=== noc_output_port ===
noc_output_port/placement.png
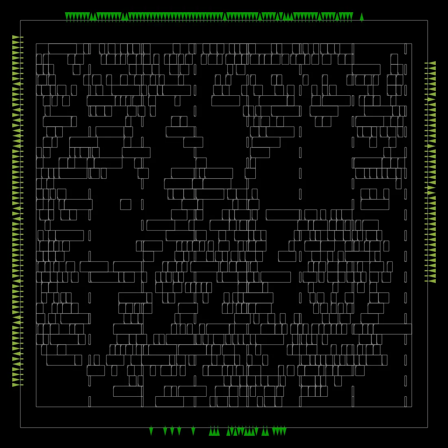

### config.mk
export PLATFORM = sky130hd
export DESIGN_NAME = noc_output_port
export DESIGN_NICKNAME = d
export VERILOG_FILES = /design/src/rtl/noc_output_port_pkg.sv /design/src/rtl/noc_output_port_rr_arbiter.sv /design/src/rtl/noc_output_port.sv
export SDC_FILE = /design/constraint.sdc
export NUM_CORES = 1
export LEC_CHECK = 0
export ABC_AREA = 1
export CAP_MARGIN = 5
export CORE_MARGIN = 4
export CORE_UTILIZATION = 40
export CTS_CLUSTER_SIZE = 28
export DETAILED_ROUTE_END_ITERATION = 10
export DONT_BUFFER_PORTS = 1
export RECOVER_POWER = 25
export SLEW_MARGIN = 30
export SYNTH_ARGS = -nofsm -noshare
export SYNTH_HDL_FRONTEND = slang
export SYNTH_HIERARCHICAL = 1
export SYNTH_SLANG_ARGS = --single-unit
export TNS_END_PERCENT = 1
### constraint.sdc
create_clock -name clk_i -period 3.4 [get_ports clk_i]
set_clock_uncertainty 0.15 [all_clocks]
set_input_delay 0.34 -clock clk_i [delete_from_list [all_inputs] [get_ports clk_i]]
set_output_delay 0.34 -clock clk_i [all_outputs]
set_load 0.01 [all_outputs]
### src/rtl/noc_output_port_pkg.sv
// Shared flit type codes, FSM state and sticky error layout for the NoC output port.
package noc_output_port_pkg;

  localparam int unsigned TYPE_W = 3;

  localparam logic [TYPE_W-1:0] FLIT_HDR  = 3'b001;
  localparam logic [TYPE_W-1:0] FLIT_TAIL = 3'b100;
  localparam logic [TYPE_W-1:0] FLIT_HT   = 3'b101;

  typedef enum logic {
    ST_IDLE   = 1'b0,
    ST_LOCKED = 1'b1
  } state_e;

  typedef struct packed {
    logic proto;     // header seen inside a locked packet
    logic cred_ovf;  // credit return while already full
  } err_t;

  function automatic logic is_head(input logic [TYPE_W-1:0] t);
    return (t == FLIT_HDR) || (t == FLIT_HT);
  endfunction

endpackage

### src/rtl/noc_output_port_rr_arbiter.sv
// Combinational round-robin arbiter: first request strictly after ptr_i, wrapping.
module noc_output_port_rr_arbiter #(
  parameter int unsigned N = 5
) (
  input  logic [N-1:0]         req_i,
  input  logic [$clog2(N)-1:0] ptr_i,
  output logic [N-1:0]         gnt_o,
  output logic [$clog2(N)-1:0] gnt_idx_o,
  output logic                 any_o
);

  localparam int unsigned IDX_W = $clog2(N);

  logic [IDX_W:0]   shift;
  logic [2*N-1:0]   req_rot2;
  logic [N-1:0]     req_rot;
  logic [N-1:0]     first_rot;
  logic [2*N-1:0]   gnt_rot2;

  // Rotate so ptr+1 lands on bit 0, take the lowest set bit, rotate back.
  assign shift     = {1'b0, ptr_i} + (IDX_W+1)'(1);
  assign req_rot2  = {req_i, req_i} >> shift;
  assign req_rot   = req_rot2[N-1:0];
  assign first_rot = req_rot & (~req_rot + N'(1));
  assign gnt_rot2  = {first_rot, first_rot} << shift;
  assign gnt_o     = gnt_rot2[2*N-1:N];
  assign any_o     = |req_i;

  always_comb begin
    gnt_idx_o = '0;
    for (int unsigned i = 0; i < N; i++) begin
      if (gnt_o == (N'(1) << i)) gnt_idx_o = IDX_W'(i);
    end
  end

endmodule

### src/rtl/noc_output_port.sv
// Router output port: packet-locked round-robin arbitration, crossbar mux,
// registered output flit and credit-based flow control toward the next hop.
module noc_output_port
  import noc_output_port_pkg::*;
#(
  parameter int unsigned NPORTS     = 5,
  parameter int unsigned DATA_WIDTH = 32,
  parameter int unsigned CREDITS    = 4
) (
  input  logic                         clk_i,
  input  logic                         rst_ni,
  input  logic [NPORTS-1:0]            in_valid_i,
  input  logic [NPORTS-1:0]            in_req_i,
  input  logic [NPORTS*DATA_WIDTH-1:0] in_data_i,
  output logic [NPORTS-1:0]            in_rd_o,
  output logic [DATA_WIDTH-1:0]        tx_o,
  output logic                         rts_o,
  input  logic                         dcts_i,
  output logic [$clog2(NPORTS)-1:0]    owner_o,
  output logic                         busy_o,
  output logic [1:0]                   err_o
);

  localparam int unsigned CRED_W   = $clog2(CREDITS + 1);
  localparam int unsigned IDX_W    = $clog2(NPORTS);
  localparam int unsigned TYPE_MSB = DATA_WIDTH - 1;

  state_e                  state_q;
  logic [IDX_W-1:0]        rr_ptr_q;
  logic [IDX_W-1:0]        owner_q;
  logic [CRED_W-1:0]       credits_q;
  logic [DATA_WIDTH-1:0]   tx_q;
  logic                    rts_q;
  err_t                    err_q;

  logic [DATA_WIDTH-1:0]   flit [NPORTS];
  logic [NPORTS-1:0]       cand;
  logic [NPORTS-1:0]       arb_gnt;
  logic [IDX_W-1:0]        arb_idx;
  logic                    arb_any;
  logic                    can_send;
  logic                    send_c;
  logic [IDX_W-1:0]        sel;
  logic [DATA_WIDTH-1:0]   sel_flit;
  logic [TYPE_W-1:0]       sel_type;

  // Head-flit slices and packet-start candidates per input.
  for (genvar g = 0; g < NPORTS; g++) begin : g_port
    assign flit[g] = in_data_i[g*DATA_WIDTH +: DATA_WIDTH];
    assign cand[g] = in_valid_i[g] & in_req_i[g] & is_head(flit[g][TYPE_MSB -: TYPE_W]);
  end

  noc_output_port_rr_arbiter #(
    .N (NPORTS)
  ) u_arb (
    .req_i     (cand),
    .ptr_i     (rr_ptr_q),
    .gnt_o     (arb_gnt),
    .gnt_idx_o (arb_idx),
    .any_o     (arb_any)
  );

  assign can_send = (credits_q != '0);
  assign sel_flit = flit[sel];
  assign sel_type = sel_flit[TYPE_MSB -: TYPE_W];

  // Pop/send decision; no pops at all while reset is asserted.
  always_comb begin
    in_rd_o = '0;
    send_c  = 1'b0;
    sel     = owner_q;
    if (rst_ni && can_send) begin
      case (state_q)
        ST_IDLE: begin
          if (arb_any) begin
            send_c  = 1'b1;
            sel     = arb_idx;
            in_rd_o = arb_gnt;
          end
        end
        ST_LOCKED: begin
          if (in_valid_i[owner_q]) begin
            send_c           = 1'b1;
            in_rd_o[owner_q] = 1'b1;
          end
        end
        default: ;
      endcase
    end
  end

  always_ff @(posedge clk_i) begin
    if (!rst_ni) begin
      state_q   <= ST_IDLE;
      rr_ptr_q  <= '0;
      owner_q   <= '0;
      credits_q <= CRED_W'(CREDITS);
      tx_q      <= '0;
      rts_q     <= 1'b0;
      err_q     <= '0;
    end else begin
      rts_q <= send_c;
      if (send_c) tx_q <= sel_flit;

      // A send and a credit return in the same cycle cancel out.
      if (send_c && !dcts_i) begin
        credits_q <= credits_q - CRED_W'(1);
      end else if (!send_c && dcts_i) begin
        if (credits_q == CRED_W'(CREDITS)) err_q.cred_ovf <= 1'b1;
        else                               credits_q <= credits_q + CRED_W'(1);
      end

      if (send_c) begin
        case (state_q)
          ST_IDLE: begin
            rr_ptr_q <= sel;
            if (sel_type == FLIT_HDR) begin
              state_q <= ST_LOCKED;
              owner_q <= sel;
            end
          end
          ST_LOCKED: begin
            if (sel_type == FLIT_TAIL) begin
              state_q <= ST_IDLE;
            end else if (is_head(sel_type)) begin
              err_q.proto <= 1'b1;
              state_q     <= ST_IDLE;
            end
          end
          default: state_q <= ST_IDLE;
        endcase
      end
    end
  end

  assign tx_o    = tx_q;
  assign rts_o   = rts_q;
  assign owner_o = owner_q;
  assign busy_o  = (state_q == ST_LOCKED);
  assign err_o   = err_q;

endmodule
=== life_step ===
--- src/rtl/life_step.sv ---
// life_step: computes one Conway's Game of Life generation (B3/S23) over a
// board held in an external single-port RAM, one row per word, rewriting
// every row in place. The RAM is read one cycle ahead of use and the board
// is walked top to bottom with a three-row window of pre-step data.
module life_step #(
    parameter int ROWS = 31,
    parameter int COLS = 40
) (
    input  logic            clk,
    input  logic            reset,
    input  logic            start,
    output logic            busy,
    output logic            done,
    output logic [15:0]     gen,
    output logic [4:0]      ram_addr,
    input  logic [COLS-1:0] ram_q,
    output logic [COLS-1:0] ram_data,
    output logic            ram_wren
);

    localparam logic [2:0] IDLE      = 3'd0;
    localparam logic [2:0] PRIME_RD  = 3'd1;
    localparam logic [2:0] PRIME_CAP = 3'd2;
    localparam logic [2:0] ROW_RD    = 3'd3;
    localparam logic [2:0] ROW_CAP   = 3'd4;
    localparam logic [2:0] ROW_WR    = 3'd5;
    localparam logic [2:0] DONE      = 3'd6;

    localparam logic [4:0] LAST_ROW = 5'(ROWS - 1);

    logic [2:0]      state;
    logic [4:0]      row;
    logic [COLS-1:0] prev_row;
    logic [COLS-1:0] cur_row;
    logic [COLS-1:0] nxt_row;
    logic [COLS-1:0] next_gen_row;
    logic            is_last_row;

    logic [COLS+1:0] prev_pad;
    logic [COLS+1:0] cur_pad;
    logic [COLS+1:0] nxt_pad;
    logic [3:0]      count;

    assign is_last_row = (row == LAST_ROW);

    // Sequencer: walks the rows keeping original (pre-step) data in the
    // prev/cur/nxt window so in-place writes never feed back as neighbours.
    always_ff @(posedge clk) begin
        if (reset) begin
            state    <= IDLE;
            row      <= '0;
            prev_row <= '0;
            cur_row  <= '0;
            nxt_row  <= '0;
            gen      <= '0;
        end else begin
            case (state)
                IDLE: begin
                    if (start) begin
                        state    <= PRIME_RD;
                        row      <= '0;
                        prev_row <= '0;
                    end
                end
                PRIME_RD: begin
                    state <= PRIME_CAP;
                end
                PRIME_CAP: begin
                    cur_row <= ram_q;
                    state   <= ROW_RD;
                end
                ROW_RD: begin
                    state <= ROW_CAP;
                end
                ROW_CAP: begin
                    nxt_row <= is_last_row ? '0 : ram_q;
                    state   <= ROW_WR;
                end
                ROW_WR: begin
                    prev_row <= cur_row;
                    cur_row  <= nxt_row;
                    if (is_last_row) begin
                        state <= DONE;
                    end else begin
                        row   <= row + 5'd1;
                        state <= ROW_RD;
                    end
                end
                DONE: begin
                    gen   <= gen + 16'd1;
                    state <= IDLE;
                end
                default: begin
                    state <= IDLE;
                end
            endcase
        end
    end

    // Next-generation rule for the current row: dead padding on both sides
    // makes columns beyond the board edge count as dead neighbours.
    always_comb begin
        prev_pad     = {1'b0, prev_row, 1'b0};
        cur_pad      = {1'b0, cur_row, 1'b0};
        nxt_pad      = {1'b0, nxt_row, 1'b0};
        count        = '0;
        next_gen_row = '0;
        for (int i = 0; i < COLS; i++) begin
            count = {3'b000, prev_pad[i]} + {3'b000, prev_pad[i+1]} +
                    {3'b000, prev_pad[i+2]} +
                    {3'b000, cur_pad[i]}  + {3'b000, cur_pad[i+2]} +
                    {3'b000, nxt_pad[i]}  + {3'b000, nxt_pad[i+1]} +
                    {3'b000, nxt_pad[i+2]};
            next_gen_row[i] = (count == 4'd3) || ((count == 4'd2) && cur_row[i]);
        end
    end

    // RAM port and status decode; the read address for the row below the
    // last one is held at 0 because that row is dead padding and the word
    // past the board must never be touched.
    always_comb begin
        busy     = 1'b0;
        done     = 1'b0;
        ram_addr = '0;
        ram_data = '0;
        ram_wren = 1'b0;
        case (state)
            PRIME_RD, PRIME_CAP: begin
                busy     = 1'b1;
                ram_addr = '0;
            end
            ROW_RD, ROW_CAP: begin
                busy     = 1'b1;
                ram_addr = is_last_row ? 5'd0 : row + 5'd1;
            end
            ROW_WR: begin
                busy     = 1'b1;
                ram_addr = row;
                ram_wren = 1'b1;
                ram_data = next_gen_row;
            end
            DONE: begin
                done = 1'b1;
            end
            default: begin
                busy = 1'b0;
            end
        endcase
    end

endmodule

--- config.mk ---
export PLATFORM = sky130hd
export DESIGN_NAME = life_step
export DESIGN_NICKNAME = d
export VERILOG_FILES = /design/src/rtl/life_step.sv
export SDC_FILE = /design/constraint.sdc
export NUM_CORES = 1
export LEC_CHECK = 0
export CORE_ASPECT_RATIO = 0.9
export CORE_MARGIN = 10
export CORE_UTILIZATION = 35
export CTS_BUF_LIST = sky130_fd_sc_hd__clkbuf_4
export DETAILED_ROUTE_END_ITERATION = 10
export PLACE_DENSITY = 0.58
export SYNTH_ARGS = -nofsm -noshare
export SYNTH_HDL_FRONTEND = slang
export SYNTH_SLANG_ARGS = --single-unit
--- constraint.sdc ---
create_clock -name clk -period 11.27 [get_ports clk]
set_input_delay 2.8175 -clock clk [delete_from_list [all_inputs] [get_ports clk]]
set_output_delay 2.8175 -clock clk [all_outputs]
set_load 0.005 [all_outputs]
=== button_press_classifier ===
[config.mk]
export PLATFORM = sky130hd
export DESIGN_NAME = button_press_classifier
export DESIGN_NICKNAME = d
export VERILOG_FILES = /design/src/rtl/button_press_classifier.sv
export SDC_FILE = /design/constraint.sdc
export NUM_CORES = 1
export LEC_CHECK = 0
export CAP_MARGIN = 20
export CELL_PAD_IN_SITES_DETAIL_PLACEMENT = 0
export CELL_PAD_IN_SITES_GLOBAL_PLACEMENT = 1
export CORE_UTILIZATION = 40
export CTS_CLUSTER_DIAMETER = 120
export DETAILED_ROUTE_END_ITERATION = 10
export PLACE_DENSITY_LB_ADDON = 0.08
export SYNTH_ARGS = -nofsm -noshare
export SYNTH_HDL_FRONTEND = slang
export SYNTH_SLANG_ARGS = --single-unit
[constraint.sdc]
create_clock -name sys_clk -period 5 [get_ports sys_clk]
set_input_delay 1 -clock sys_clk [delete_from_list [all_inputs] [get_ports sys_clk]]
set_output_delay 1 -clock sys_clk [all_outputs]
set_load 0.05 [all_outputs]
[src/rtl/button_press_classifier.sv]
// Classifies a debounced sample-pulse stream into short presses, long presses,
// auto-repeat ticks and releases, with a registered "held" level.
module button_press_classifier #(
  parameter int SAMPLE_PERIOD  = 65_536,
  parameter int LONG_SAMPLES   = 64,
  parameter int REPEAT_SAMPLES = 16,
  parameter int IN_ACTIVE_LOW  = 0
) (
  input  logic sys_clk,
  input  logic sys_rst,
  input  logic in_pulse,
  output logic short_press,
  output logic long_press,
  output logic repeat_press,
  output logic released,
  output logic held
);

  localparam int TIMEOUT_CYCLES = 2 * SAMPLE_PERIOD;
  localparam int REP_MAX        = (REPEAT_SAMPLES > 0) ? REPEAT_SAMPLES : 1;
  localparam int PW             = $clog2(LONG_SAMPLES + 1);
  localparam int GW             = $clog2(TIMEOUT_CYCLES + 1);
  localparam int RW             = $clog2(REP_MAX + 1);

  localparam logic [PW-1:0] LONG_V    = PW'(LONG_SAMPLES);
  localparam logic [GW-1:0] TIMEOUT_V = GW'(TIMEOUT_CYCLES);
  localparam logic [RW-1:0] REP_V     = RW'(REP_MAX);

  typedef enum logic [1:0] {
    IDLE      = 2'd0,
    PRESSED   = 2'd1,
    LONG_HELD = 2'd2
  } state_t;

  state_t          state_q, state_d;
  logic [PW-1:0]   pulse_ctr_q, pulse_ctr_d;
  logic [GW-1:0]   gap_ctr_q, gap_ctr_d;
  logic [RW-1:0]   rep_ctr_q, rep_ctr_d;
  logic            short_press_q, short_press_d;
  logic            long_press_q, long_press_d;
  logic            repeat_press_q, repeat_press_d;
  logic            released_q, released_d;
  logic            held_q, held_d;
  logic            pulse_act;

  assign pulse_act = (IN_ACTIVE_LOW != 0) ? ~in_pulse : in_pulse;

  always_comb begin
    state_d        = state_q;
    pulse_ctr_d    = pulse_ctr_q;
    gap_ctr_d      = gap_ctr_q;
    rep_ctr_d      = rep_ctr_q;
    short_press_d  = 1'b0;
    long_press_d   = 1'b0;
    repeat_press_d = 1'b0;
    released_d     = 1'b0;
    case (state_q)
      IDLE: begin
        pulse_ctr_d = '0;
        gap_ctr_d   = '0;
        rep_ctr_d   = '0;
        if (pulse_act) begin
          state_d     = PRESSED;
          pulse_ctr_d = PW'(1);
        end
      end
      PRESSED: begin
        // A pulse always beats a pending timeout on the same cycle.
        if (pulse_act) begin
          gap_ctr_d = '0;
          if (pulse_ctr_q == LONG_V - 1'b1) begin
            pulse_ctr_d  = LONG_V;
            rep_ctr_d    = '0;
            long_press_d = 1'b1;
            state_d      = LONG_HELD;
          end else begin
            pulse_ctr_d = pulse_ctr_q + 1'b1;
          end
        end else if (gap_ctr_q == TIMEOUT_V - 1'b1) begin
          short_press_d = 1'b1;
          released_d    = 1'b1;
          state_d       = IDLE;
          pulse_ctr_d   = '0;
          gap_ctr_d     = '0;
          rep_ctr_d     = '0;
        end else begin
          gap_ctr_d = gap_ctr_q + 1'b1;
        end
      end
      LONG_HELD: begin
        if (pulse_act) begin
          gap_ctr_d = '0;
          if (REPEAT_SAMPLES > 0) begin
            if (rep_ctr_q == REP_V - 1'b1) begin
              repeat_press_d = 1'b1;
              rep_ctr_d      = '0;
            end else begin
              rep_ctr_d = rep_ctr_q + 1'b1;
            end
          end else begin
            rep_ctr_d = '0;
          end
        end else if (gap_ctr_q == TIMEOUT_V - 1'b1) begin
          released_d  = 1'b1;
          state_d     = IDLE;
          pulse_ctr_d = '0;
          gap_ctr_d   = '0;
          rep_ctr_d   = '0;
        end else begin
          gap_ctr_d = gap_ctr_q + 1'b1;
        end
      end
      default: begin
        state_d     = IDLE;
        pulse_ctr_d = '0;
        gap_ctr_d   = '0;
        rep_ctr_d   = '0;
      end
    endcase
    held_d = (state_d != IDLE);
  end

  always_ff @(posedge sys_clk) begin
    if (sys_rst) begin
      state_q        <= IDLE;
      pulse_ctr_q    <= '0;
      gap_ctr_q      <= '0;
      rep_ctr_q      <= '0;
      short_press_q  <= 1'b0;
      long_press_q   <= 1'b0;
      repeat_press_q <= 1'b0;
      released_q     <= 1'b0;
      held_q         <= 1'b0;
    end else begin
      state_q        <= state_d;
      pulse_ctr_q    <= pulse_ctr_d;
      gap_ctr_q      <= gap_ctr_d;
      rep_ctr_q      <= rep_ctr_d;
      short_press_q  <= short_press_d;
      long_press_q   <= long_press_d;
      repeat_press_q <= repeat_press_d;
      released_q     <= released_d;
      held_q         <= held_d;
    end
  end

  assign short_press  = short_press_q;
  assign long_press   = long_press_q;
  assign repeat_press = repeat_press_q;
  assign released     = released_q;
  assign held         = held_q;

endmodule


==> layout pictures side by side <==
Routed clock nets over the placement.
image #1
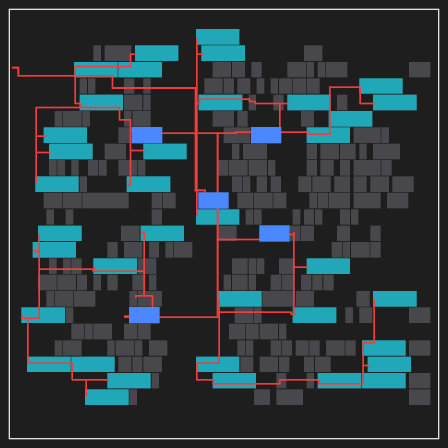
image #2
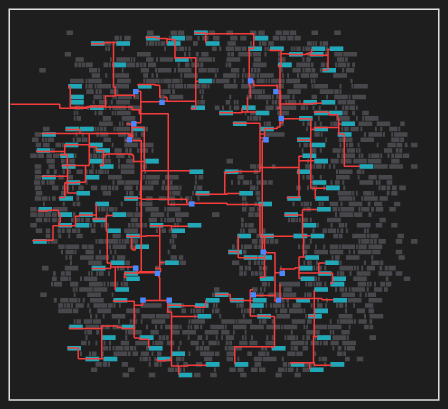
image #3
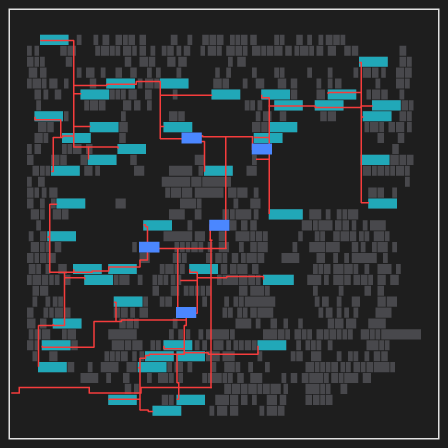
button_press_classifier -> image #1
noc_output_port -> image #3
life_step -> image #2
- most sequential cells: image #2
- fewest sequential cells: image #1

life_step/sizes.png
Bar = 50 um.
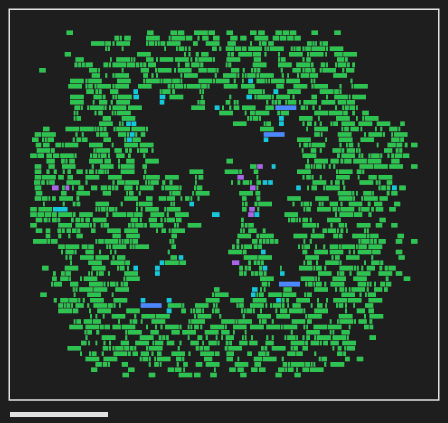
legend:
  _2 cells:
    color: purple
    cells: 8
    share: 0.55%
    most_used: or3b_2
  _3 and _4 cells:
    color: cyan
    cells: 38
    share: 2.6%
    most_used: clkbuf_4
  _0 and _1 cells:
    color: green
    cells: 1396
    share: 97%
    most_used: inv_1
  _6 and larger:
    color: blue
    cells: 4
    share: 0.28%
    most_used: bufinv_16

life_step/placement.png
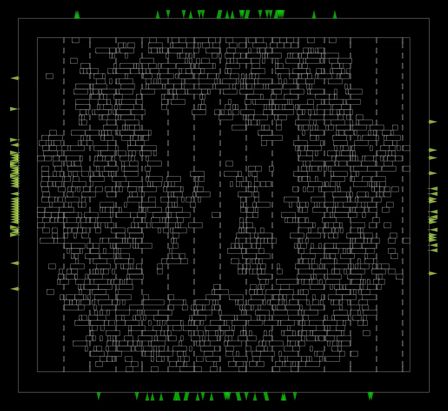
post-route insts no fill: 1916
Core Box Area: 34900 um2

==> CHANGELOG.md, life_step <==
### Physical design

* Yosys xor share at 0.00640
* Outcome: complete, no violations
* Reg2reg end: cur_row[32]
* Gr busiest metal: met2
* Root Driver: clkbuf_4
* Worst hold path depth at 2
* CTS Hold Bufs at 0
* Final core occ at 0.403
* Flop pwr share at 0.477
* Seq/Total Area, Yosys at 0.234
* Synth Flop Type: dfxtp_1
* Post-route cell area at between 10000 and 15000 um2
* Yosys Chip Area at ~12000 um2
* Initial DRC count at roughly 470
* Placed Cells incl. Taps at 1883
* Final min period at about 7 ns
* Max Slew Vio Count at 0
* Crit-path most repeated cell: fa_1
* Ant diodes at 1
noc_output_port/sizes.png
Bar = 20 um.
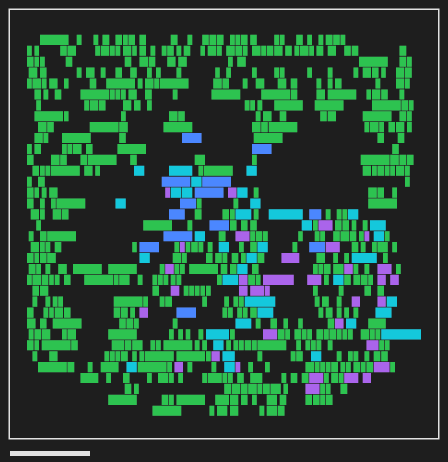
legend:
  _6 and larger:
    color: blue
    cells: 13
    share: 2.0%
    most_used: clkbuf_8
  _0 and _1 cells:
    color: green
    cells: 557
    share: 87%
    most_used: nand2_1
  _2 cells:
    color: purple
    cells: 34
    share: 5.3%
  _3 and _4 cells:
    color: cyan
    cells: 37
    share: 5.8%
    most_used: buf_4

About noc_output_port/placement.png:
post-route insts no fill: 770
flop share of the area: 0.213
Tap Cells: 129
Seq cells: 45

==> CHANGELOG.md, noc_output_port <==
### Physical design

* Final hold vios at 0
* Total number of cells along the worst setup path at 21
* Net Sw Frac at 0.420
* R2R depth at 21
* Clock buffer count from CTS at 5
* Synth Flop Type: dfxtp_1
* Worst-Skew Late Latency at 0.31 ns
* Gr busiest metal: met2
* Placed Cells incl. Taps at 752
* Yosys Instances at between 600 and 700
* Met2 WL post-DR at 6.60 mm
* CTS Hold Bufs at 1
* Drt wl/cell at about 18 um
* Clock Path Buffers at 2
* Crit. End Element: flip-flop
* Flop pwr share at 0.390
* GPL Wtd Cong at between 0.9 and 1
* Min-Delay Startpoint: rst_ni
* Outcome: complete, no violations
* Achievable Freq at about 0.32 GHz
* Psw at between 0.0007 and 0.0008 W
* Top cells by count: nand2_1 (161), o21ai_0 (83), nor2_1 (73)
* Clock transition at the registers of the reported paths at 0.10 ns
* Clk cell area share at 0.0197
button_press_classifier/sizes.png
Bar = 20 um.
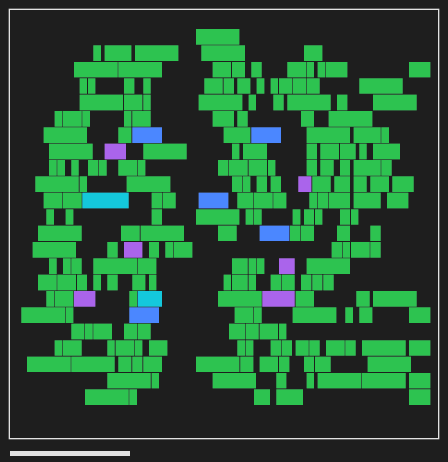
legend:
  _6 and larger:
    color: blue
    cells: 5
    share: 2.2%
    most_used: clkbuf_8
  _2 cells:
    color: purple
    cells: 6
    share: 2.6%
    most_used: nand3_2
  _3 and _4 cells:
    color: cyan
    cells: 2
    share: 0.86%
  _0 and _1 cells:
    color: green
    cells: 219
    share: 94%
    most_used: dfxtp_1

==> CHANGELOG.md, button_press_classifier <==
### Physical design

* DR DRC count at 2
* Synth Flop Type: dfxtp_1
* Register name with the most flops: gap_ctr_q
* Final worst slack at about 2.1 ns
* Clock buffer count at 8
* Biggest regs: gap_ctr_q (18), pulse_ctr_q (7), rep_ctr_q (5)
* Seq. cell area at around 740 um2
* Fraction of area in multi-input gates at 0.523
* Tool warning count at 29
* Yosys xor share at 0.0642
* Port bufs at 7
* Vias at roughly 1.7k
* Crit path arrival time at ~3.1 ns
* Width of the die at between 70 and 80 um
* Setup-failing EPs final at 0
* Post-DP Area at 2010 um2
* Die Area at approximately 5000 um2
* HPWL after DPL at 2.94 mm
* Clk pwr share at 0.369
* Outcome: finished with violations
* Final wirelength at 4.12 mm
* Most frequent cell after synthesis: dfxtp_1
* CP max FO at 12
* Failing checks: DRC
* R2R depth at 5
* Combinational Power at roughly 0.000033 W
* Pint at a little over 0.0004 W
* Setup WS pre-CTS at between 1.5 and 2 ns

=== mem_port_arbiter_flat ===
mem_port_arbiter_flat/clk_routes.png
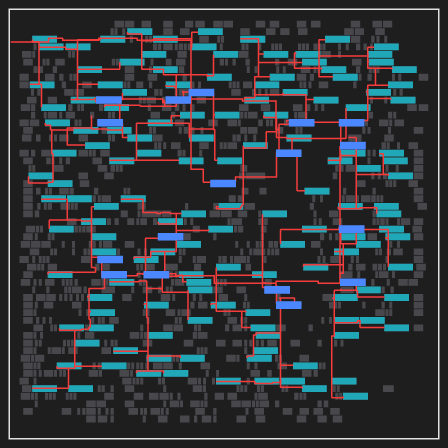

==> src/rtl/mem_port_arbiter_if.sv <==
// Bus bundle between the pipeline, the arbiter and the memory.
// The arbiter takes the slave side; the pipeline and memory drive the master side.
interface mem_port_arbiter_if #(
    parameter int ADDR_W = 32,
    parameter int DATA_W = 32
);
    logic              if_req;
    logic [ADDR_W-1:0] if_addr;
    logic              if_ready;
    logic [DATA_W-1:0] if_rdata;

    logic              d_req;
    logic              d_we;
    logic [ADDR_W-1:0] d_addr;
    logic [DATA_W-1:0] d_wdata;
    logic              d_ready;
    logic [DATA_W-1:0] d_rdata;

    logic              mem_en;
    logic              mem_we;
    logic [ADDR_W-1:0] mem_addr;
    logic [DATA_W-1:0] mem_wdata;
    logic [DATA_W-1:0] mem_rdata;

    modport slave (
        input  if_req, if_addr,
        input  d_req, d_we, d_addr, d_wdata,
        input  mem_rdata,
        output if_ready, if_rdata,
        output d_ready, d_rdata,
        output mem_en, mem_we, mem_addr, mem_wdata
    );

    modport master (
        output if_req, if_addr,
        output d_req, d_we, d_addr, d_wdata,
        output mem_rdata,
        input  if_ready, if_rdata,
        input  d_ready, d_rdata,
        input  mem_en, mem_we, mem_addr, mem_wdata
    );
endinterface

==> src/rtl/mem_port_arbiter.sv <==
// Shares one single-port memory between instruction fetch and the MEM stage.
// Data side wins ties; each access is IDLE -> ACCESS(MEM_LAT) -> DONE.
module mem_port_arbiter #(
    parameter int ADDR_W  = 32,
    parameter int DATA_W  = 32,
    parameter int MEM_LAT = 2
) (
    input  logic                clk,
    input  logic                reset,
    mem_port_arbiter_if.slave   bus,
    output logic                stall_pipe
);
    localparam logic [1:0] S_IDLE   = 2'd0;
    localparam logic [1:0] S_ACCESS = 2'd1;
    localparam logic [1:0] S_DONE   = 2'd2;

    localparam logic OWN_IF = 1'b0;
    localparam logic OWN_D  = 1'b1;

    localparam logic [3:0] CNT_INIT = 4'(MEM_LAT);

    logic [1:0]        state;
    logic [3:0]        cnt;
    logic              owner;
    logic              mem_en;
    logic              mem_we;
    logic [ADDR_W-1:0] mem_addr;
    logic [DATA_W-1:0] mem_wdata;
    logic              if_ready;
    logic [DATA_W-1:0] if_rdata;
    logic              d_ready;
    logic [DATA_W-1:0] d_rdata;

    // Grant, wait out the memory latency, then hand data back to the owner.
    always_ff @(posedge clk or negedge reset) begin
        if (!reset) begin
            state     <= S_IDLE;
            cnt       <= '0;
            owner     <= OWN_IF;
            mem_en    <= 1'b0;
            mem_we    <= 1'b0;
            mem_addr  <= '0;
            mem_wdata <= '0;
            if_ready  <= 1'b0;
            if_rdata  <= '0;
            d_ready   <= 1'b0;
            d_rdata   <= '0;
        end else begin
            mem_en   <= 1'b0;
            if_ready <= 1'b0;
            d_ready  <= 1'b0;
            case (state)
                S_IDLE: begin
                    if (bus.d_req) begin
                        mem_en    <= 1'b1;
                        mem_we    <= bus.d_we;
                        mem_addr  <= bus.d_addr;
                        mem_wdata <= bus.d_wdata;
                        cnt       <= CNT_INIT;
                        owner     <= OWN_D;
                        state     <= S_ACCESS;
                    end else if (bus.if_req) begin
                        mem_en    <= 1'b1;
                        mem_we    <= 1'b0;
                        mem_addr  <= bus.if_addr;
                        cnt       <= CNT_INIT;
                        owner     <= OWN_IF;
                        state     <= S_ACCESS;
                    end
                end
                S_ACCESS: begin
                    cnt <= cnt - 4'd1;
                    if (cnt == 4'd1) begin
                        state <= S_DONE;
                        if (owner == OWN_D) begin
                            d_ready <= 1'b1;
                            if (!mem_we) begin
                                d_rdata <= bus.mem_rdata;
                            end
                        end else begin
                            if_ready <= 1'b1;
                            if_rdata <= bus.mem_rdata;
                        end
                    end
                end
                S_DONE: begin
                    state <= S_IDLE;
                end
                default: begin
                    state <= S_IDLE;
                end
            endcase
        end
    end

    assign bus.mem_en    = mem_en;
    assign bus.mem_we    = mem_we;
    assign bus.mem_addr  = mem_addr;
    assign bus.mem_wdata = mem_wdata;
    assign bus.if_ready  = if_ready;
    assign bus.if_rdata  = if_rdata;
    assign bus.d_ready   = d_ready;
    assign bus.d_rdata   = d_rdata;

    // Freeze the pipeline while a request is pending; release on its ready cycle.
    always_comb begin
        stall_pipe = reset &
                     ((bus.if_req & ~if_ready) | (bus.d_req & ~d_ready));
    end
endmodule
==> src/flat_wrapper.sv <==
// flat-port wrapper written by rule: the top's interface ports become plain ports
module mem_port_arbiter_flat 
#(
    parameter int ADDR_W  = 32,
    parameter int DATA_W  = 32,
    parameter int MEM_LAT = 2
)
  (clk, reset, stall_pipe, bus_if_req, bus_if_addr, bus_d_req, bus_d_we, bus_d_addr, bus_d_wdata, bus_mem_rdata, bus_if_ready, bus_if_rdata, bus_d_ready, bus_d_rdata, bus_mem_en, bus_mem_we, bus_mem_addr, bus_mem_wdata);
  mem_port_arbiter_if #(.ADDR_W(ADDR_W), .DATA_W(DATA_W)) bus_i ();
  input  logic clk;
  input  logic reset;
  output logic stall_pipe;
  input wire logic [$bits(bus_i.if_req)-1:0] bus_if_req;
  input wire logic [$bits(bus_i.if_addr)-1:0] bus_if_addr;
  input wire logic [$bits(bus_i.d_req)-1:0] bus_d_req;
  input wire logic [$bits(bus_i.d_we)-1:0] bus_d_we;
  input wire logic [$bits(bus_i.d_addr)-1:0] bus_d_addr;
  input wire logic [$bits(bus_i.d_wdata)-1:0] bus_d_wdata;
  input wire logic [$bits(bus_i.mem_rdata)-1:0] bus_mem_rdata;
  output wire logic [$bits(bus_i.if_ready)-1:0] bus_if_ready;
  output wire logic [$bits(bus_i.if_rdata)-1:0] bus_if_rdata;
  output wire logic [$bits(bus_i.d_ready)-1:0] bus_d_ready;
  output wire logic [$bits(bus_i.d_rdata)-1:0] bus_d_rdata;
  output wire logic [$bits(bus_i.mem_en)-1:0] bus_mem_en;
  output wire logic [$bits(bus_i.mem_we)-1:0] bus_mem_we;
  output wire logic [$bits(bus_i.mem_addr)-1:0] bus_mem_addr;
  output wire logic [$bits(bus_i.mem_wdata)-1:0] bus_mem_wdata;
  assign bus_i.if_req = bus_if_req;
  assign bus_i.if_addr = bus_if_addr;
  assign bus_i.d_req = bus_d_req;
  assign bus_i.d_we = bus_d_we;
  assign bus_i.d_addr = bus_d_addr;
  assign bus_i.d_wdata = bus_d_wdata;
  assign bus_i.mem_rdata = bus_mem_rdata;
  assign bus_if_ready = bus_i.if_ready;
  assign bus_if_rdata = bus_i.if_rdata;
  assign bus_d_ready = bus_i.d_ready;
  assign bus_d_rdata = bus_i.d_rdata;
  assign bus_mem_en = bus_i.mem_en;
  assign bus_mem_we = bus_i.mem_we;
  assign bus_mem_addr = bus_i.mem_addr;
  assign bus_mem_wdata = bus_i.mem_wdata;
  mem_port_arbiter #(.ADDR_W(ADDR_W), .DATA_W(DATA_W), .MEM_LAT(MEM_LAT)) u_core (.clk(clk), .reset(reset), .bus(bus_i), .stall_pipe(stall_pipe));
endmodule
==> config.mk <==
export PLATFORM = sky130hd
export DESIGN_NAME = mem_port_arbiter_flat
export DESIGN_NICKNAME = d
export VERILOG_FILES = /design/src/rtl/mem_port_arbiter_if.sv /design/src/rtl/mem_port_arbiter.sv /design/src/flat_wrapper.sv
export SDC_FILE = /design/constraint.sdc
export NUM_CORES = 1
export LEC_CHECK = 0
export ABC_AREA = 1
export CAP_MARGIN = 20
export CORE_MARGIN = 3
export CORE_UTILIZATION = 27
export DETAILED_ROUTE_END_ITERATION = 8
export PLACE_DENSITY_LB_ADDON = 0.1
export SYNTH_ARGS = -nofsm -noshare
export SYNTH_HDL_FRONTEND = slang
export SYNTH_SLANG_ARGS = --single-unit
==> constraint.sdc <==
create_clock -name clk -period 2.1 [get_ports clk]
set_input_delay 0.42 -clock clk [delete_from_list [all_inputs] [get_ports clk]]
set_output_delay 0.42 -clock clk [all_outputs]
set_load 0.005 [all_outputs]
=== dense_layer_sequencer ===
### config.mk
export PLATFORM = sky130hd
export DESIGN_NAME = dense_layer_sequencer
export DESIGN_NICKNAME = d
export VERILOG_FILES = /design/src/rtl/dense_pkg.sv /design/src/rtl/dense_postproc.sv /design/src/rtl/dense_layer_sequencer.sv
export SDC_FILE = /design/constraint.sdc
export NUM_CORES = 2
export LEC_CHECK = 0
export CORE_MARGIN = 2
export CORE_UTILIZATION = 55
export CTS_CLUSTER_SIZE = 12
export DETAILED_ROUTE_END_ITERATION = 7
export PLACE_DENSITY_LB_ADDON = 0.2
export SYNTH_ARGS = -nofsm -noshare
export SYNTH_HDL_FRONTEND = slang
export SYNTH_HIERARCHICAL = 1
export SYNTH_SLANG_ARGS = --single-unit
export TNS_END_PERCENT = 1
### constraint.sdc
create_clock -name clk -period 13.7 [get_ports clk]
set_input_delay 2.74 -clock clk [delete_from_list [all_inputs] [get_ports clk]]
set_output_delay 2.74 -clock clk [all_outputs]
set_load 0.05 [all_outputs]
### src/rtl/dense_pkg.sv
`default_nettype none
// ============================================================================
// Module      : dense_pkg
// Description : Shared types and elaboration-time helpers for the quantized
//               dense-layer sequencer: FSM state encoding, counter widths,
//               accumulator sizing and saturation bounds.
// Revision    : 1.0 - initial release
// ============================================================================
package dense_pkg;

    typedef enum logic [2:0] {
        ST_IDLE     = 3'd0,
        ST_LOAD_B   = 3'd1,
        ST_RD_X     = 3'd2,
        ST_RD_W     = 3'd3,
        ST_LAST_ACC = 3'd4,
        ST_WRITE    = 3'd5,
        ST_DONE     = 3'd6
    } dense_state_t;

    // Ceiling log2; clog2(1) = 0.
    function automatic int clog2(input int value);
        int result;
        result = 0;
        while ((1 << result) < value) result++;
        return result;
    endfunction

    // Width of a counter/index able to hold 0..n-1, never narrower than 1 bit.
    function automatic int cnt_width(input int n);
        return (n <= 1) ? 1 : clog2(n);
    endfunction

    // Full signed product width plus growth for n_in terms; the bias term
    // is absorbed by the same headroom (58 bits for 24-bit data, 784 inputs).
    function automatic int acc_width(input int dw, input int n_in);
        return 2 * dw + clog2(n_in);
    endfunction

    // Largest value representable in a w-bit two's-complement word.
    function automatic longint sat_hi(input int w);
        return (longint'(1) <<< (w - 1)) - longint'(1);
    endfunction

    // Smallest value representable in a w-bit two's-complement word.
    function automatic longint sat_lo(input int w);
        return -(longint'(1) <<< (w - 1));
    endfunction

endpackage : dense_pkg
`default_nettype wire

### src/rtl/dense_postproc.sv
`default_nettype none
// ============================================================================
// Module      : dense_postproc
// Description : Combinational output stage of the dense layer. Arithmetic
//               right shift of the accumulator (floor), optional ReLU, then
//               saturation to the signed DATA_WIDTH range.
// Revision    : 1.0 - initial release
// Config      : DENSE_RELU_EN - when defined, negative shifted values give 0
// Ports       : acc  in  ACC_WIDTH   signed accumulator
//               y    out DATA_WIDTH  signed, saturated result
// ============================================================================
module dense_postproc
    import dense_pkg::*;
#(
    parameter int ACC_WIDTH  = 58,
    parameter int DATA_WIDTH = 24,
    parameter int SHIFT      = 0
) (
    input  logic signed [ACC_WIDTH-1:0]  acc,
    output logic signed [DATA_WIDTH-1:0] y
);

    // Saturation bounds, expressed at accumulator width for the compare and
    // at output width for the clamp value.
    localparam logic signed [ACC_WIDTH-1:0]  C_ACC_MAX = ACC_WIDTH'(sat_hi(DATA_WIDTH));
    localparam logic signed [ACC_WIDTH-1:0]  C_ACC_MIN = ACC_WIDTH'(sat_lo(DATA_WIDTH));
    localparam logic signed [DATA_WIDTH-1:0] C_Y_MAX   = {1'b0, {(DATA_WIDTH-1){1'b1}}};
    localparam logic signed [DATA_WIDTH-1:0] C_Y_MIN   = {1'b1, {(DATA_WIDTH-1){1'b0}}};

    logic signed [ACC_WIDTH-1:0] w_shifted;

    assign w_shifted = acc >>> SHIFT;

    always_comb begin
        y = w_shifted[DATA_WIDTH-1:0];
        if (w_shifted > C_ACC_MAX) begin
            y = C_Y_MAX;
        end else if (w_shifted < C_ACC_MIN) begin
            y = C_Y_MIN;
        end
`ifdef DENSE_RELU_EN
        if (w_shifted[ACC_WIDTH-1]) begin
            y = '0;
        end
`endif
    end

endmodule : dense_postproc
`default_nettype wire

### src/rtl/dense_layer_sequencer.sv
`default_nettype none
// ============================================================================
// Module      : dense_layer_sequencer
// Description : Drives a single-port registered-read RAM to evaluate
//               Y[j] = sat((b[j] + sum_i X[i]*W[j][i]) >>> SHIFT) for every
//               neuron, writes Y[j] back to RAM and reports the argmax class.
//               Per neuron: LOAD_B, N_IN x (RD_X, RD_W), LAST_ACC, WRITE.
// Revision    : 1.0 - initial release
// Config      : DENSE_RELU_EN - ReLU before saturation (see dense_postproc)
// Ports       : clk         in   clock, rising edge
//               rst_n       in   asynchronous active-low reset
//               start       in   sampled only in IDLE, starts one inference
//               busy        out  high from first LOAD_B through DONE
//               done        out  one-cycle pulse at end of inference
//               pred_class  out  argmax of Y, valid from done to next start
//               mem_we      out  RAM write enable (WRITE state only)
//               mem_addr    out  RAM word address
//               mem_wdata   out  RAM write data
//               mem_rdata   in   RAM read data, one cycle after address
// ============================================================================
module dense_layer_sequencer
    import dense_pkg::*;
#(
    parameter int                     ADDRESS_WIDTH = 14,
    parameter int                     DATA_WIDTH    = 24,
    parameter int                     N_IN          = 784,
    parameter int                     N_OUT         = 10,
    parameter logic [ADDRESS_WIDTH-1:0] X_BASE      = 14'h0000,
    parameter logic [ADDRESS_WIDTH-1:0] W_BASE      = 14'h0310,
    parameter logic [ADDRESS_WIDTH-1:0] B_BASE      = 14'h21B0,
    parameter logic [ADDRESS_WIDTH-1:0] Y_BASE      = 14'h21BA,
    parameter int                     ACC_WIDTH     = acc_width(DATA_WIDTH, N_IN),
    parameter int                     SHIFT         = 0
) (
    input  logic                          clk,
    input  logic                          rst_n,
    input  logic                          start,
    output logic                          busy,
    output logic                          done,
    output logic [cnt_width(N_OUT)-1:0]   pred_class,
    output logic                          mem_we,
    output logic [ADDRESS_WIDTH-1:0]      mem_addr,
    output logic [DATA_WIDTH-1:0]         mem_wdata,
    input  logic [DATA_WIDTH-1:0]         mem_rdata
);

    localparam int C_IW = cnt_width(N_IN);
    localparam int C_JW = cnt_width(N_OUT);
    localparam logic [C_IW-1:0] C_I_LAST = C_IW'(N_IN - 1);
    localparam logic [C_JW-1:0] C_J_LAST = C_JW'(N_OUT - 1);

    dense_state_t r_state;
    dense_state_t w_next;

    logic        [C_IW-1:0]          r_i;
    logic        [C_JW-1:0]          r_j;
    logic        [ADDRESS_WIDTH-1:0] r_row_off;   // j*N_IN, built by repeated addition
    logic signed [DATA_WIDTH-1:0]    r_x;
    logic signed [ACC_WIDTH-1:0]     r_acc;
    logic signed [DATA_WIDTH-1:0]    r_max;
    logic        [C_JW-1:0]          r_pred;

    logic signed [2*DATA_WIDTH-1:0]  w_prod;
    logic signed [ACC_WIDTH-1:0]     w_prod_ext;
    logic signed [ACC_WIDTH-1:0]     w_bias_ext;
    logic signed [DATA_WIDTH-1:0]    w_y;

    // The read data always answers the address issued one state earlier:
    // in RD_X it is W[j][i-1] (or the bias when i==0), in LAST_ACC it is
    // the final weight of the row.
    assign w_prod     = r_x * $signed(mem_rdata);
    assign w_prod_ext = {{(ACC_WIDTH-2*DATA_WIDTH){w_prod[2*DATA_WIDTH-1]}}, w_prod};
    assign w_bias_ext = {{(ACC_WIDTH-DATA_WIDTH){mem_rdata[DATA_WIDTH-1]}}, mem_rdata};

    dense_postproc #(
        .ACC_WIDTH  (ACC_WIDTH),
        .DATA_WIDTH (DATA_WIDTH),
        .SHIFT      (SHIFT)
    ) u_postproc (
        .acc (r_acc),
        .y   (w_y)
    );

    assign pred_class = r_pred;

    // ------------------------------------------------------------------
    // State register
    // ------------------------------------------------------------------
    always_ff @(posedge clk or negedge rst_n) begin
        if (!rst_n) begin
            r_state <= ST_IDLE;
        end else begin
            r_state <= w_next;
        end
    end

    // ------------------------------------------------------------------
    // Next state and RAM-side outputs
    // ------------------------------------------------------------------
    always_comb begin
        w_next    = r_state;
        busy      = 1'b1;
        done      = 1'b0;
        mem_we    = 1'b0;
        mem_addr  = '0;
        mem_wdata = '0;
        case (r_state)
            ST_IDLE: begin
                busy = 1'b0;
                if (start) w_next = ST_LOAD_B;
            end
            ST_LOAD_B: begin
                mem_addr = B_BASE + ADDRESS_WIDTH'(r_j);
                w_next   = ST_RD_X;
            end
            ST_RD_X: begin
                mem_addr = X_BASE + ADDRESS_WIDTH'(r_i);
                w_next   = ST_RD_W;
            end
            ST_RD_W: begin
                mem_addr = W_BASE + r_row_off + ADDRESS_WIDTH'(r_i);
                w_next   = (r_i == C_I_LAST) ? ST_LAST_ACC : ST_RD_X;
            end
            ST_LAST_ACC: begin
                // i is frozen at N_IN-1, so this repeats the last weight address.
                mem_addr = W_BASE + r_row_off + ADDRESS_WIDTH'(r_i);
                w_next   = ST_WRITE;
            end
            ST_WRITE: begin
                mem_we    = 1'b1;
                mem_addr  = Y_BASE + ADDRESS_WIDTH'(r_j);
                mem_wdata = w_y;
                w_next    = (r_j == C_J_LAST) ? ST_DONE : ST_LOAD_B;
            end
            ST_DONE: begin
                done   = 1'b1;
                w_next = ST_IDLE;
            end
            default: begin
                busy   = 1'b0;
                w_next = ST_IDLE;
            end
        endcase
    end

    // ------------------------------------------------------------------
    // Datapath: counters, operand register, MAC, argmax
    // ------------------------------------------------------------------
    always_ff @(posedge clk or negedge rst_n) begin
        if (!rst_n) begin
            r_i       <= '0;
            r_j       <= '0;
            r_row_off <= '0;
            r_x       <= '0;
            r_acc     <= '0;
            r_max     <= '0;
            r_pred    <= '0;
        end else begin
            case (r_state)
                ST_IDLE: begin
                    if (start) begin
                        r_j       <= '0;
                        r_row_off <= '0;
                        r_max     <= '0;
                        r_pred    <= '0;
                    end
                end
                ST_LOAD_B: begin
                    r_i <= '0;
                end
                ST_RD_X: begin
                    if (r_i == '0) begin
                        r_acc <= w_bias_ext;
                    end else begin
                        r_acc <= r_acc + w_prod_ext;
                    end
                end
                ST_RD_W: begin
                    r_x <= $signed(mem_rdata);
                    if (r_i != C_I_LAST) begin
                        r_i <= r_i + C_IW'(1);
                    end
                end
                ST_LAST_ACC: begin
                    r_acc <= r_acc + w_prod_ext;
                end
                ST_WRITE: begin
                    // Strict compare keeps the lower index on ties.
                    if ((r_j == '0) || (w_y > r_max)) begin
                        r_max  <= w_y;
                        r_pred <= r_j;
                    end
                    if (r_j != C_J_LAST) begin
                        r_j       <= r_j + C_JW'(1);
                        r_row_off <= r_row_off + ADDRESS_WIDTH'(N_IN);
                    end
                end
                default: begin
                end
            endcase
        end
    end

endmodule : dense_layer_sequencer
`default_nettype wire
mem_port_arbiter_flat/placement.png
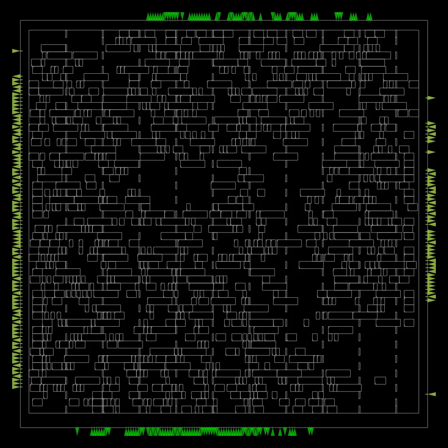
Tap Cells: 275
Layout fillers: 2135
Core Box Area: 21200 um2

mem_port_arbiter_flat/flops_by_reg.png
Bar = 50 um.
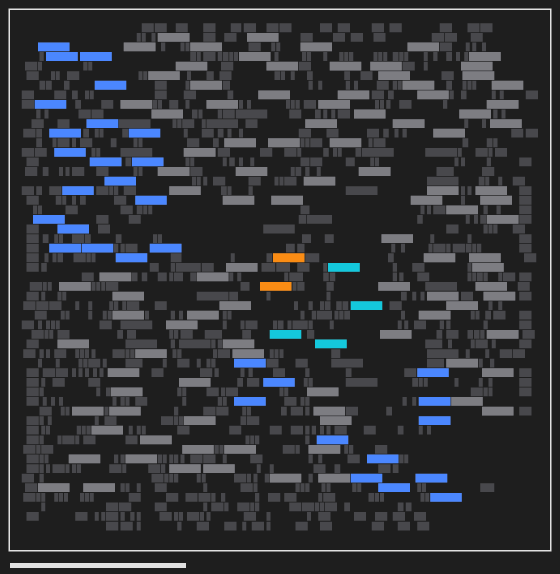
legend:
  u_core.cnt:
    color: cyan
    placed_flops: 4
    where: center
  u_core.state:
    color: orange
    placed_flops: 2
  u_core.bus.mem_wdata:
    color: blue
    placed_flops: 32
    where: spread over the die
not colored: 101

About mem_port_arbiter_flat/clk_routes.png:
legend:
  clock drivers:
    color: blue
    count: 17
  flip-flops:
    color: cyan
    count: 139
  clock wires:
    color: red
    length: 2090 um
routed clock nets: 18

==> CHANGELOG.md, mem_port_arbiter_flat <==
### Physical design

* Outcome: complete, no violations
* CP max FO at 2
* Yosys xor share at 0
* Max Slew Vio Count at 0
* Routed wire length on met3 at 1.61 mm
* Yosys Instances at 705
* Crit. End Element: output pin
* Met2 WL post-DR at around 9.0 mm
* Crit path arrival time at 1.47 ns
* Setup-failing EPs final at 0
* Die Y at around 150 um
* Met1 Use GR at 0.203
* Nonclk inv count at 11
* Crit path launch: bus_if_req
* Placed Cells incl. Taps at ~1.2k
* MI comb cells at 517
* Dominant kind of cell: sequential cells
* Final worst slack at 0.208 ns
* Layout cells sized above 1 at 0.0593
* Buffer-and-inverter tally for the worst setup path at 3
* Worst EP required at 1.68 ns
* Vias in the first global route at ~5.5k
* Unrepaired setup endpoints after global routing: no
* First-pass DRT Iterations at 5
* Most numerous logic cell after layout: nand2_1
* Max H-tree Level at 4
dense_layer_sequencer/clk_routes.png
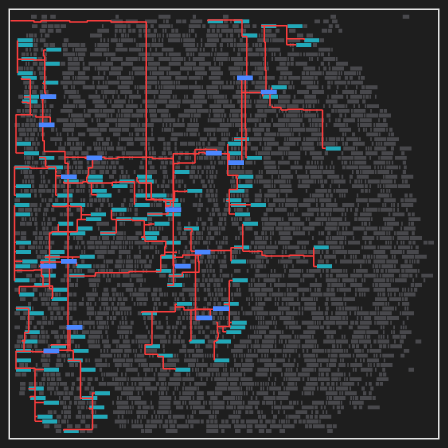
legend:
  flip-flops:
    color: cyan
    count: 137
  clock drivers:
    color: blue
    count: 17
  clock wires:
    color: red
    length: 2570 um
routed clock nets: 18

dense_layer_sequencer/placement.png
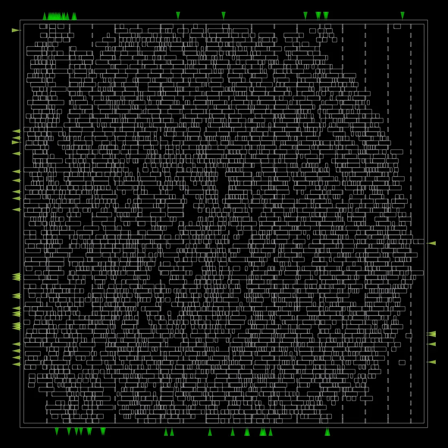
final core occ: 0.588
post-route insts no fill: 4303
Tap Cells: 773
Seq cells: 137
flop share of the area: 0.0992

==> CHANGELOG.md, dense_layer_sequencer <==
### Physical design

* Core Box Area at 58800 um2
* Bufs w/o clock at approximately 130
* Top cells by count: inv_1 (827), fa_1 (701), nand2_1 (444)
* Max Slew Vio Count at 0
* Relative slew slack at 0.0635
* Vias at between 20k and 25k
* MUX area fraction at 0.00988
* Clock buffer count at 19
* Min-Delay Startpoint: r_max[11]
* Layout fillers at 5229
* Top non-seq family: adder cells
* Worst slew pin tran at about 1.4 ns
* Worst setup path endpoint: r_acc[55]
* Outcome: complete, no violations
* Num rows at 89
* Async SR Flop Fraction at 1.00

==> layout pictures side by side <==
Wire density map.
panel A
The die is cut into 25 by 25 equal tiles; dark blue is low, red is high, scaled to the fullest tile. Values are wire area over tile area, all layers added.
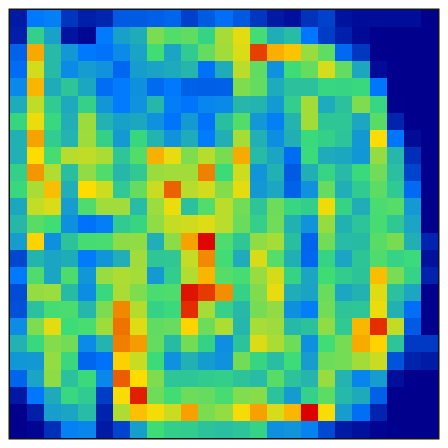
panel B
The die is cut into 31 by 31 equal tiles; dark blue is low, red is high, scaled to the fullest tile. Values are wire area over tile area, all layers added.
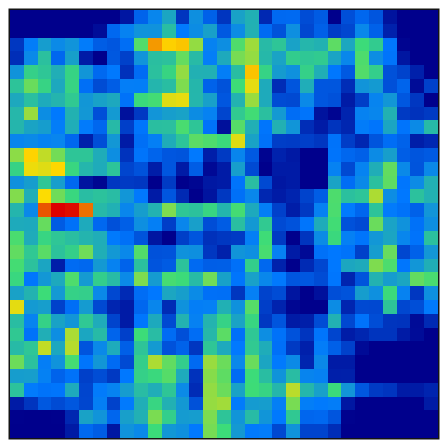
panel A -> dense_layer_sequencer
panel B -> mem_port_arbiter_flat



==> gallery <==
Wire density map.
shot_01.png
The die is cut into 22 by 20 equal tiles; dark blue is low, red is high, scaled to the fullest tile. Values are wire area over tile area, all layers added.
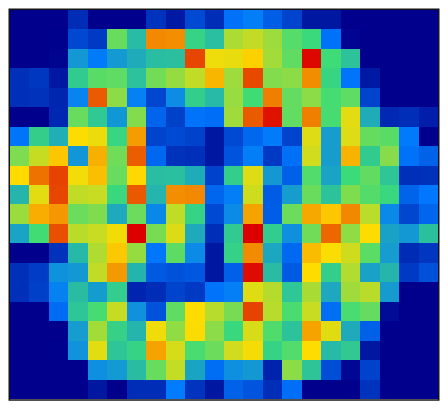
shot_02.png
The die is cut into 21 by 21 equal tiles; dark blue is low, red is high, scaled to the fullest tile. Values are wire area over tile area, all layers added.
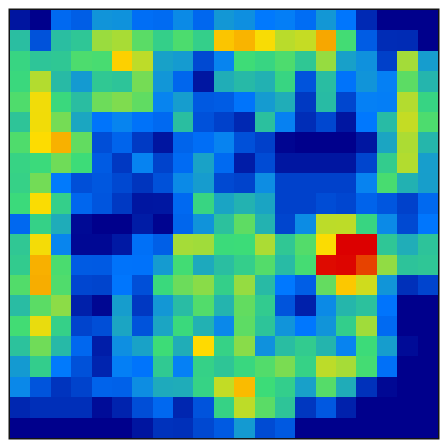
shot_03.png
The die is cut into 14 by 14 equal tiles; dark blue is low, red is high, scaled to the fullest tile. Values are wire area over tile area, all layers added.
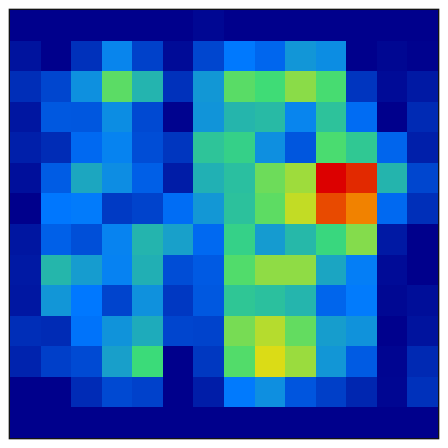
shot_03.png -> button_press_classifier
shot_02.png -> noc_output_port
shot_01.png -> life_step

Power and IR drop assume default switching activity.
